######## mux_sel_arbiter_flat ########
mux_sel_arbiter_flat/ff_map.png
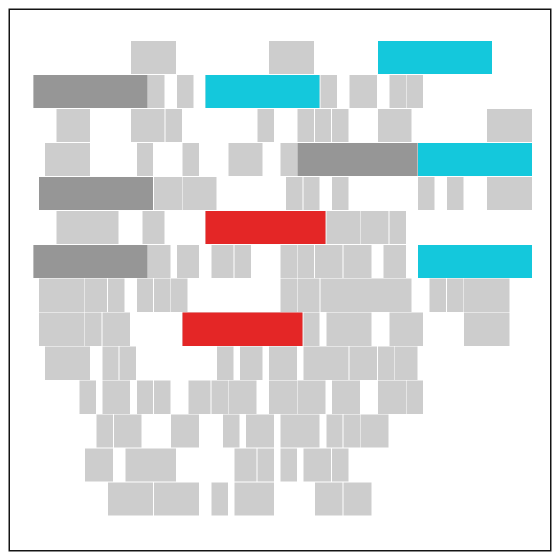

--- config.mk ---
export PLATFORM = sky130hd
export DESIGN_NAME = mux_sel_arbiter_flat
export DESIGN_NICKNAME = d
export VERILOG_FILES = /design/src/rtl/mux_sel_arbiter_if.sv /design/src/rtl/mux_sel_arbiter.sv /design/src/flat_wrapper.sv
export SDC_FILE = /design/constraint.sdc
export NUM_CORES = 1
export LEC_CHECK = 0
export ABC_AREA = 1
export CAP_MARGIN = 20
export CORE_UTILIZATION = 40
export CTS_CLUSTER_SIZE = 30
export DETAILED_ROUTE_END_ITERATION = 10
export PLACE_DENSITY = 0.64
export SLEW_MARGIN = 20
export SYNTH_ARGS = -nofsm -noshare
export SYNTH_HDL_FRONTEND = slang
export SYNTH_SLANG_ARGS = --single-unit
--- constraint.sdc ---
create_clock -name clk -period 1.6 [get_ports clk]
set_input_delay 0.32 -clock clk [delete_from_list [all_inputs] [get_ports clk]]
set_output_delay 0.32 -clock clk [all_outputs]
set_load 0.005 [all_outputs]
--- src/rtl/mux_sel_arbiter_if.sv ---
// Request/grant/select bundle between requesters and the mux arbiter.
interface mux_sel_arbiter_if;
  logic [3:0] req;
  logic [3:0] gnt;
  logic       s0;
  logic       s1;
  logic       valid;

  modport master (
    output req,
    input  gnt,
    input  s0,
    input  s1,
    input  valid
  );

  modport slave (
    input  req,
    output gnt,
    output s0,
    output s1,
    output valid
  );
endinterface

--- src/rtl/mux_sel_arbiter.sv ---
// Round-robin arbiter driving the select lines of a shared 4:1 mux.
// Optional hold limit: define MUX_ARB_HOLD_LIMIT_EN to cap grants at HOLD_MAX.
module mux_sel_arbiter #(
  parameter int HOLD_MAX = 4
) (
  input logic               clk,
  input logic               rst_n,
  mux_sel_arbiter_if.slave  bus
);

  typedef enum logic {
    IDLE,
    BUSY
  } state_e;

  state_e      state_q, state_d;
  logic [1:0]  owner_q, owner_d;
  logic [1:0]  last_q,  last_d;
  logic [7:0]  cnt_q,   cnt_d;
  logic [3:0]  gnt_q,   gnt_d;
  logic [1:0]  sel_q,   sel_d;
  logic        valid_q, valid_d;

  logic [1:0]  pick;
  logic        limit_en;
  logic        release_c;

  // Scan from last+1 around to last; the nearest set bit wins.
  function automatic logic [1:0] rr_pick(
    input logic [3:0] r,
    input logic [1:0] p
  );
    logic [1:0] idx;
    rr_pick = p;
    for (int k = 4; k >= 1; k--) begin
      idx = p + 2'(k);
      if (r[idx]) rr_pick = idx;
    end
  endfunction

`ifdef MUX_ARB_HOLD_LIMIT_EN
  assign limit_en = 1'b1;
`else
  assign limit_en = 1'b0;
`endif

  assign pick      = rr_pick(bus.req, last_q);
  assign release_c = !bus.req[owner_q] ||
                     (limit_en && (cnt_q == 8'(HOLD_MAX)));

  always_comb begin
    state_d = state_q;
    owner_d = owner_q;
    last_d  = last_q;
    cnt_d   = cnt_q;
    gnt_d   = gnt_q;
    sel_d   = sel_q;
    valid_d = valid_q;
    unique case (state_q)
      IDLE: begin
        if (|bus.req) begin
          state_d = BUSY;
          owner_d = pick;
          last_d  = pick;
          gnt_d   = 4'b0001 << pick;
          sel_d   = pick;
          valid_d = 1'b1;
          cnt_d   = 8'd1;
        end
      end
      BUSY: begin
        if (!release_c) begin
          if (cnt_q != 8'hFF) cnt_d = cnt_q + 8'd1;
        end else if (|bus.req) begin
          // Sole requester at the limit re-picks itself.
          owner_d = pick;
          last_d  = pick;
          gnt_d   = 4'b0001 << pick;
          sel_d   = pick;
          valid_d = 1'b1;
          cnt_d   = 8'd1;
        end else begin
          state_d = IDLE;
          gnt_d   = 4'b0000;
          valid_d = 1'b0;
        end
      end
      default: state_d = IDLE;
    endcase
  end

  always_ff @(posedge clk or negedge rst_n) begin
    if (!rst_n) begin
      state_q <= IDLE;
      owner_q <= 2'd0;
      last_q  <= 2'd3;
      cnt_q   <= 8'd0;
      gnt_q   <= 4'b0000;
      sel_q   <= 2'd0;
      valid_q <= 1'b0;
    end else begin
      state_q <= state_d;
      owner_q <= owner_d;
      last_q  <= last_d;
      cnt_q   <= cnt_d;
      gnt_q   <= gnt_d;
      sel_q   <= sel_d;
      valid_q <= valid_d;
    end
  end

  assign bus.gnt   = gnt_q;
  assign bus.s1    = sel_q[1];
  assign bus.s0    = sel_q[0];
  assign bus.valid = valid_q;

endmodule

--- src/flat_wrapper.sv ---
// flat-port wrapper written by rule: the top's interface ports become plain ports
module mux_sel_arbiter_flat 
#(
  parameter int HOLD_MAX = 4
)
  (clk, rst_n, bus_req, bus_gnt, bus_s0, bus_s1, bus_valid);
  mux_sel_arbiter_if bus_i ();
  input logic clk;
  input logic rst_n;
  input wire logic [$bits(bus_i.req)-1:0] bus_req;
  output wire logic [$bits(bus_i.gnt)-1:0] bus_gnt;
  output wire logic [$bits(bus_i.s0)-1:0] bus_s0;
  output wire logic [$bits(bus_i.s1)-1:0] bus_s1;
  output wire logic [$bits(bus_i.valid)-1:0] bus_valid;
  assign bus_i.req = bus_req;
  assign bus_gnt = bus_i.gnt;
  assign bus_s0 = bus_i.s0;
  assign bus_s1 = bus_i.s1;
  assign bus_valid = bus_i.valid;
  mux_sel_arbiter #(.HOLD_MAX(HOLD_MAX)) u_core (.clk(clk), .rst_n(rst_n), .bus(bus_i));
endmodule
######## uart_tx_fifo_reader ########
[config.mk]
export PLATFORM = sky130hd
export DESIGN_NAME = uart_tx_fifo_reader
export DESIGN_NICKNAME = d
export VERILOG_FILES = /design/src/rtl/uart_tx_fifo_reader.sv
export SDC_FILE = /design/constraint.sdc
export NUM_CORES = 1
export LEC_CHECK = 0
export CORE_UTILIZATION = 35
export DETAILED_ROUTE_END_ITERATION = 8
export MAX_ROUTING_LAYER = met4
export PLACE_DENSITY = 0.65
export SYNTH_ARGS = -nofsm -noshare
export SYNTH_HDL_FRONTEND = slang
export SYNTH_SLANG_ARGS = --single-unit
[constraint.sdc]
create_clock -name clk -period 2.55 [get_ports clk]
set_clock_uncertainty 0.1 [all_clocks]
set_input_delay 0.3825 -clock clk [delete_from_list [all_inputs] [get_ports clk]]
set_output_delay 0.3825 -clock clk [all_outputs]
set_load 0.01 [all_outputs]
[src/rtl/uart_tx_fifo_reader.sv]
// ---------------------------------------------------------------------------
// uart_tx_fifo_reader
//
// Drains the read side of a TX FIFO and serialises each word onto an
// asynchronous serial line: start bit, DATA_WIDTH data bits LSB first,
// optional parity bit, then STOP_BITS stop bits. The bit period comes from
// an internal clock counter (CLKS_PER_BIT clk cycles per bit).
//
// Frames run back-to-back with no idle gap while the FIFO is non-empty.
// The next word is loaded on the last cycle of the current stop bit.
//
// Ports:
//   clk         system clock, rising edge
//   rst         asynchronous active-high reset
//   tx_enable   1 = new frames may start; a running frame always completes
//   fifo_empty  FIFO empty flag
//   fifo_data   FIFO head word, valid whenever fifo_empty = 0
//   fifo_rd_en  one-cycle pop strobe, asserted in the load cycle
//   tx          serial line (registered), idles high
//   busy        1 while a frame is in progress (registered with tx)
//   tx_done     one-cycle pulse on the final cycle of the last stop bit
// ---------------------------------------------------------------------------
module uart_tx_fifo_reader #(
    parameter int DATA_WIDTH   = 8,
    parameter int CLKS_PER_BIT = 868,
    parameter int PARITY_EN    = 0,
    parameter int PARITY_ODD   = 0,
    parameter int STOP_BITS    = 1
) (
    input  logic                  clk,
    input  logic                  rst,
    input  logic                  tx_enable,
    input  logic                  fifo_empty,
    input  logic [DATA_WIDTH-1:0] fifo_data,
    output logic                  fifo_rd_en,
    output logic                  tx,
    output logic                  busy,
    output logic                  tx_done
);

    localparam int CW = (CLKS_PER_BIT > 1) ? $clog2(CLKS_PER_BIT) : 1;
    localparam int BW = (DATA_WIDTH > 1) ? $clog2(DATA_WIDTH) : 1;

    localparam logic [CW-1:0] CNT_LAST  = CW'(CLKS_PER_BIT - 1);
    localparam logic [BW-1:0] BIT_LAST  = BW'(DATA_WIDTH - 1);
    localparam logic          STOP_LAST = 1'(STOP_BITS - 1);
    localparam logic          PAR_INV   = (PARITY_ODD != 0);

    typedef enum logic [2:0] {
        S_IDLE,
        S_START,
        S_DATA,
        S_PARITY,
        S_STOP
    } state_t;

    state_t                  state_reg,    state_next;
    logic [CW-1:0]           cnt_reg,      cnt_next;
    logic [BW-1:0]           bit_idx_reg,  bit_idx_next;
    logic                    stop_idx_reg, stop_idx_next;
    logic [DATA_WIDTH-1:0]   shift_reg,    shift_next;
    logic                    parity_reg,   parity_next;
    logic                    tx_reg,       tx_next;
    logic                    busy_reg,     busy_next;

    logic                    bit_end;
    logic                    load_ok;
    logic                    rd_en_int;
    logic                    done_int;
    logic [DATA_WIDTH-1:0]   shifted;

    assign bit_end = (cnt_reg == CNT_LAST);
    assign load_ok = tx_enable && !fifo_empty;
    assign shifted = shift_reg >> 1;

    // -----------------------------------------------------------------------
    // State register. tx and busy are registered so the line is glitch-free;
    // the combinational block therefore computes the value each output must
    // take during the *next* cycle.
    // -----------------------------------------------------------------------
    always_ff @(posedge clk or posedge rst) begin
        if (rst) begin
            state_reg    <= S_IDLE;
            cnt_reg      <= '0;
            bit_idx_reg  <= '0;
            stop_idx_reg <= 1'b0;
            shift_reg    <= '0;
            parity_reg   <= 1'b0;
            tx_reg       <= 1'b1;
            busy_reg     <= 1'b0;
        end else begin
            state_reg    <= state_next;
            cnt_reg      <= cnt_next;
            bit_idx_reg  <= bit_idx_next;
            stop_idx_reg <= stop_idx_next;
            shift_reg    <= shift_next;
            parity_reg   <= parity_next;
            tx_reg       <= tx_next;
            busy_reg     <= busy_next;
        end
    end

    // -----------------------------------------------------------------------
    // Next-state logic.
    // -----------------------------------------------------------------------
    always_comb begin
        state_next    = state_reg;
        cnt_next      = bit_end ? '0 : cnt_reg + CW'(1);
        bit_idx_next  = bit_idx_reg;
        stop_idx_next = stop_idx_reg;
        shift_next    = shift_reg;
        parity_next   = parity_reg;
        tx_next       = tx_reg;
        busy_next     = busy_reg;
        rd_en_int     = 1'b0;
        done_int      = 1'b0;

        case (state_reg)
            S_IDLE: begin
                cnt_next  = '0;
                tx_next   = 1'b1;
                busy_next = 1'b0;
                if (load_ok) begin
                    shift_next  = fifo_data;
                    // Parity is taken from the word as loaded, before any
                    // shifting, so it is ready when the PARITY bit starts.
                    parity_next = (^fifo_data) ^ PAR_INV;
                    rd_en_int   = 1'b1;
                    state_next  = S_START;
                    tx_next     = 1'b0;
                    busy_next   = 1'b1;
                end
            end

            S_START: begin
                if (bit_end) begin
                    state_next   = S_DATA;
                    bit_idx_next = '0;
                    tx_next      = shift_reg[0];
                end
            end

            S_DATA: begin
                if (bit_end) begin
                    if (bit_idx_reg == BIT_LAST) begin
                        stop_idx_next = 1'b0;
                        if (PARITY_EN != 0) begin
                            state_next = S_PARITY;
                            tx_next    = parity_reg;
                        end else begin
                            state_next = S_STOP;
                            tx_next    = 1'b1;
                        end
                    end else begin
                        bit_idx_next = bit_idx_reg + BW'(1);
                        shift_next   = shifted;
                        tx_next      = shifted[0];
                    end
                end
            end

            S_PARITY: begin
                if (bit_end) begin
                    state_next    = S_STOP;
                    stop_idx_next = 1'b0;
                    tx_next       = 1'b1;
                end
            end

            S_STOP: begin
                tx_next = 1'b1;
                if (bit_end) begin
                    if (stop_idx_reg == STOP_LAST) begin
                        done_int = 1'b1;
                        // Last stop cycle doubles as a load cycle so that
                        // queued words go out with no idle gap.
                        if (load_ok) begin
                            shift_next  = fifo_data;
                            parity_next = (^fifo_data) ^ PAR_INV;
                            rd_en_int   = 1'b1;
                            state_next  = S_START;
                            tx_next     = 1'b0;
                            busy_next   = 1'b1;
                        end else begin
                            state_next = S_IDLE;
                            busy_next  = 1'b0;
                        end
                    end else begin
                        stop_idx_next = 1'b1;
                    end
                end
            end

            default: begin
                state_next = S_IDLE;
                tx_next    = 1'b1;
                busy_next  = 1'b0;
            end
        endcase
    end

    // The state is IDLE while reset is held, so the combinational load
    // condition would otherwise pop a non-empty FIFO during reset.
    assign fifo_rd_en = rd_en_int && !rst;
    assign tx_done    = done_int && !rst;
    assign tx         = tx_reg;
    assign busy       = busy_reg;

endmodule


==> gallery <==
Selected gate families.
Plate I
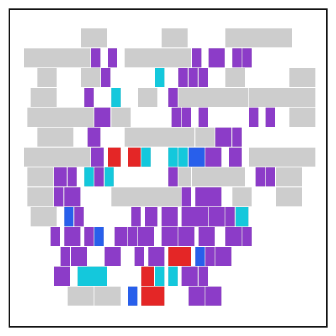
Plate II
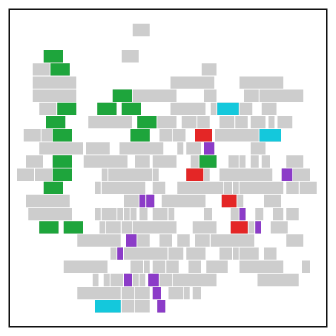
| picture | from |
|---|---|
| Plate II | uart_tx_fifo_reader |
| Plate I | mux_sel_arbiter_flat |
- most cells: Plate II

mux_sel_arbiter_flat/congestion_map.png
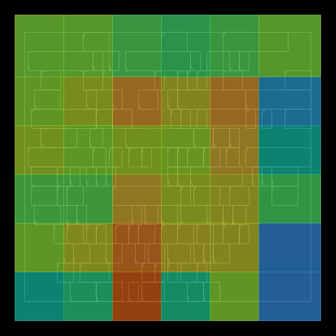
Tot GR Track Use: 0.177
grt met1 use: 0.222
Util after Layout: 0.585
routed len/inst: 10.9 microns

Notes on mux_sel_arbiter_flat/ff_map.png above:
- red: u_core.last_q (sequential cells 2)
- cyan: u_core.bus.gnt (sequential cells 4; where top right)

==> Changelog: implementation, mux_sel_arbiter_flat <==
## Flow update

* AO/OA Area Share at 0.0478
* TritonCTS clock tree: built
* Worst-margin pin slew at 0.466 ns
* R2R Setup Slk at 0.08 ns
* Peak supply drop at 0.00107 V
* Most frequent cells after synthesis: 35 x nand2_1, 20 x nand2_2, 8 x dfrtp_1
* Remaining antenna violation count at 0
* Yosys stat cell total at 96
* Post-synthesis cell type with the largest instance count: nand2_1
* Placed insts at 127
* Nets at Floorplan at 102
* Clk ins delay skew pair at 0.27 ns
* WP data arrival at 1.21 ns
* Clk slew on worst S/H paths at 0.07 ns
* Non-filler cells, final at 133
* Crit path max fanout at 5
* Outcome: finished clean
* H-tree depth at 1
* # fillers at 151
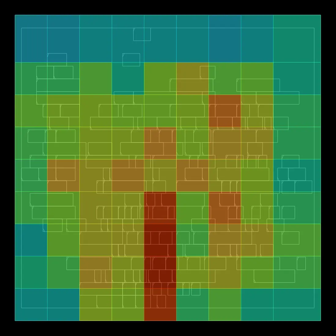
uart_tx_fifo_reader/congestion_map.png
routed len/inst: 13.5 microns
GR Util met3: 0.0382
busiest layer in global routing: met2
global routing usage on met2: 0.267
grt met1 use: 0.174

==> Changelog: implementation, uart_tx_fifo_reader <==
## Flow update

* Comb area share at 0.402
* Setup ws final at -0.0247 ns
* Main area contributors: dfrtp_1 45%, mux2_2 12%, nor2_1 5.1%
* Outcome: complete, but fails checks
* P_sw at 0.154 mW
* EDFF count, synth at 0
* Gate Area at 736 sq um
* RSZ-0062 raised after global routing: yes
* Violated checks: negative setup slack
* Post-Synth Simple-Gate Area at 0.191
* Power per cell area at 442 nW/um^2
* CP endpoint kind: register
* Share of layout cells above drive strength 1 at 0.327
* Final-report setup violation count at 10
* Placed insts at 206
* Buffers, non-clock at 34
* CP Depth at 8
* # fillers at 353
* Post-synthesis cell area at 1400 sq um
* Core area at 3740 sq um


==> gallery <==
The metal 2 layer.
Cells faint in the background.
panel A
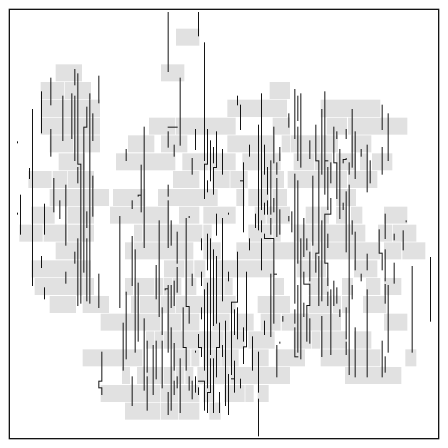
panel B
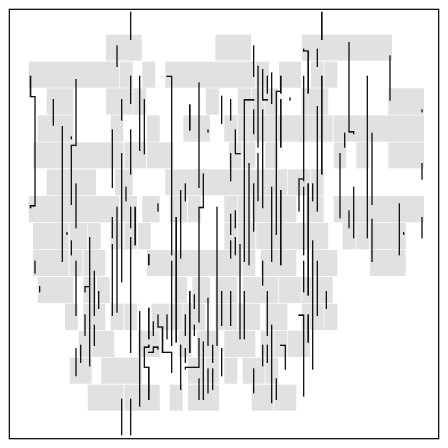
| from | picture |
|---|---|
| uart_tx_fifo_reader | panel A |
| mux_sel_arbiter_flat | panel B |

Key to panel B:
- longest straight run: 18.0 microns
- share of all routed wire: 47%
- wire length on this layer: 675 microns
- main direction: vertical

No activity file was given, so power comes from the tool's default toggle rates.
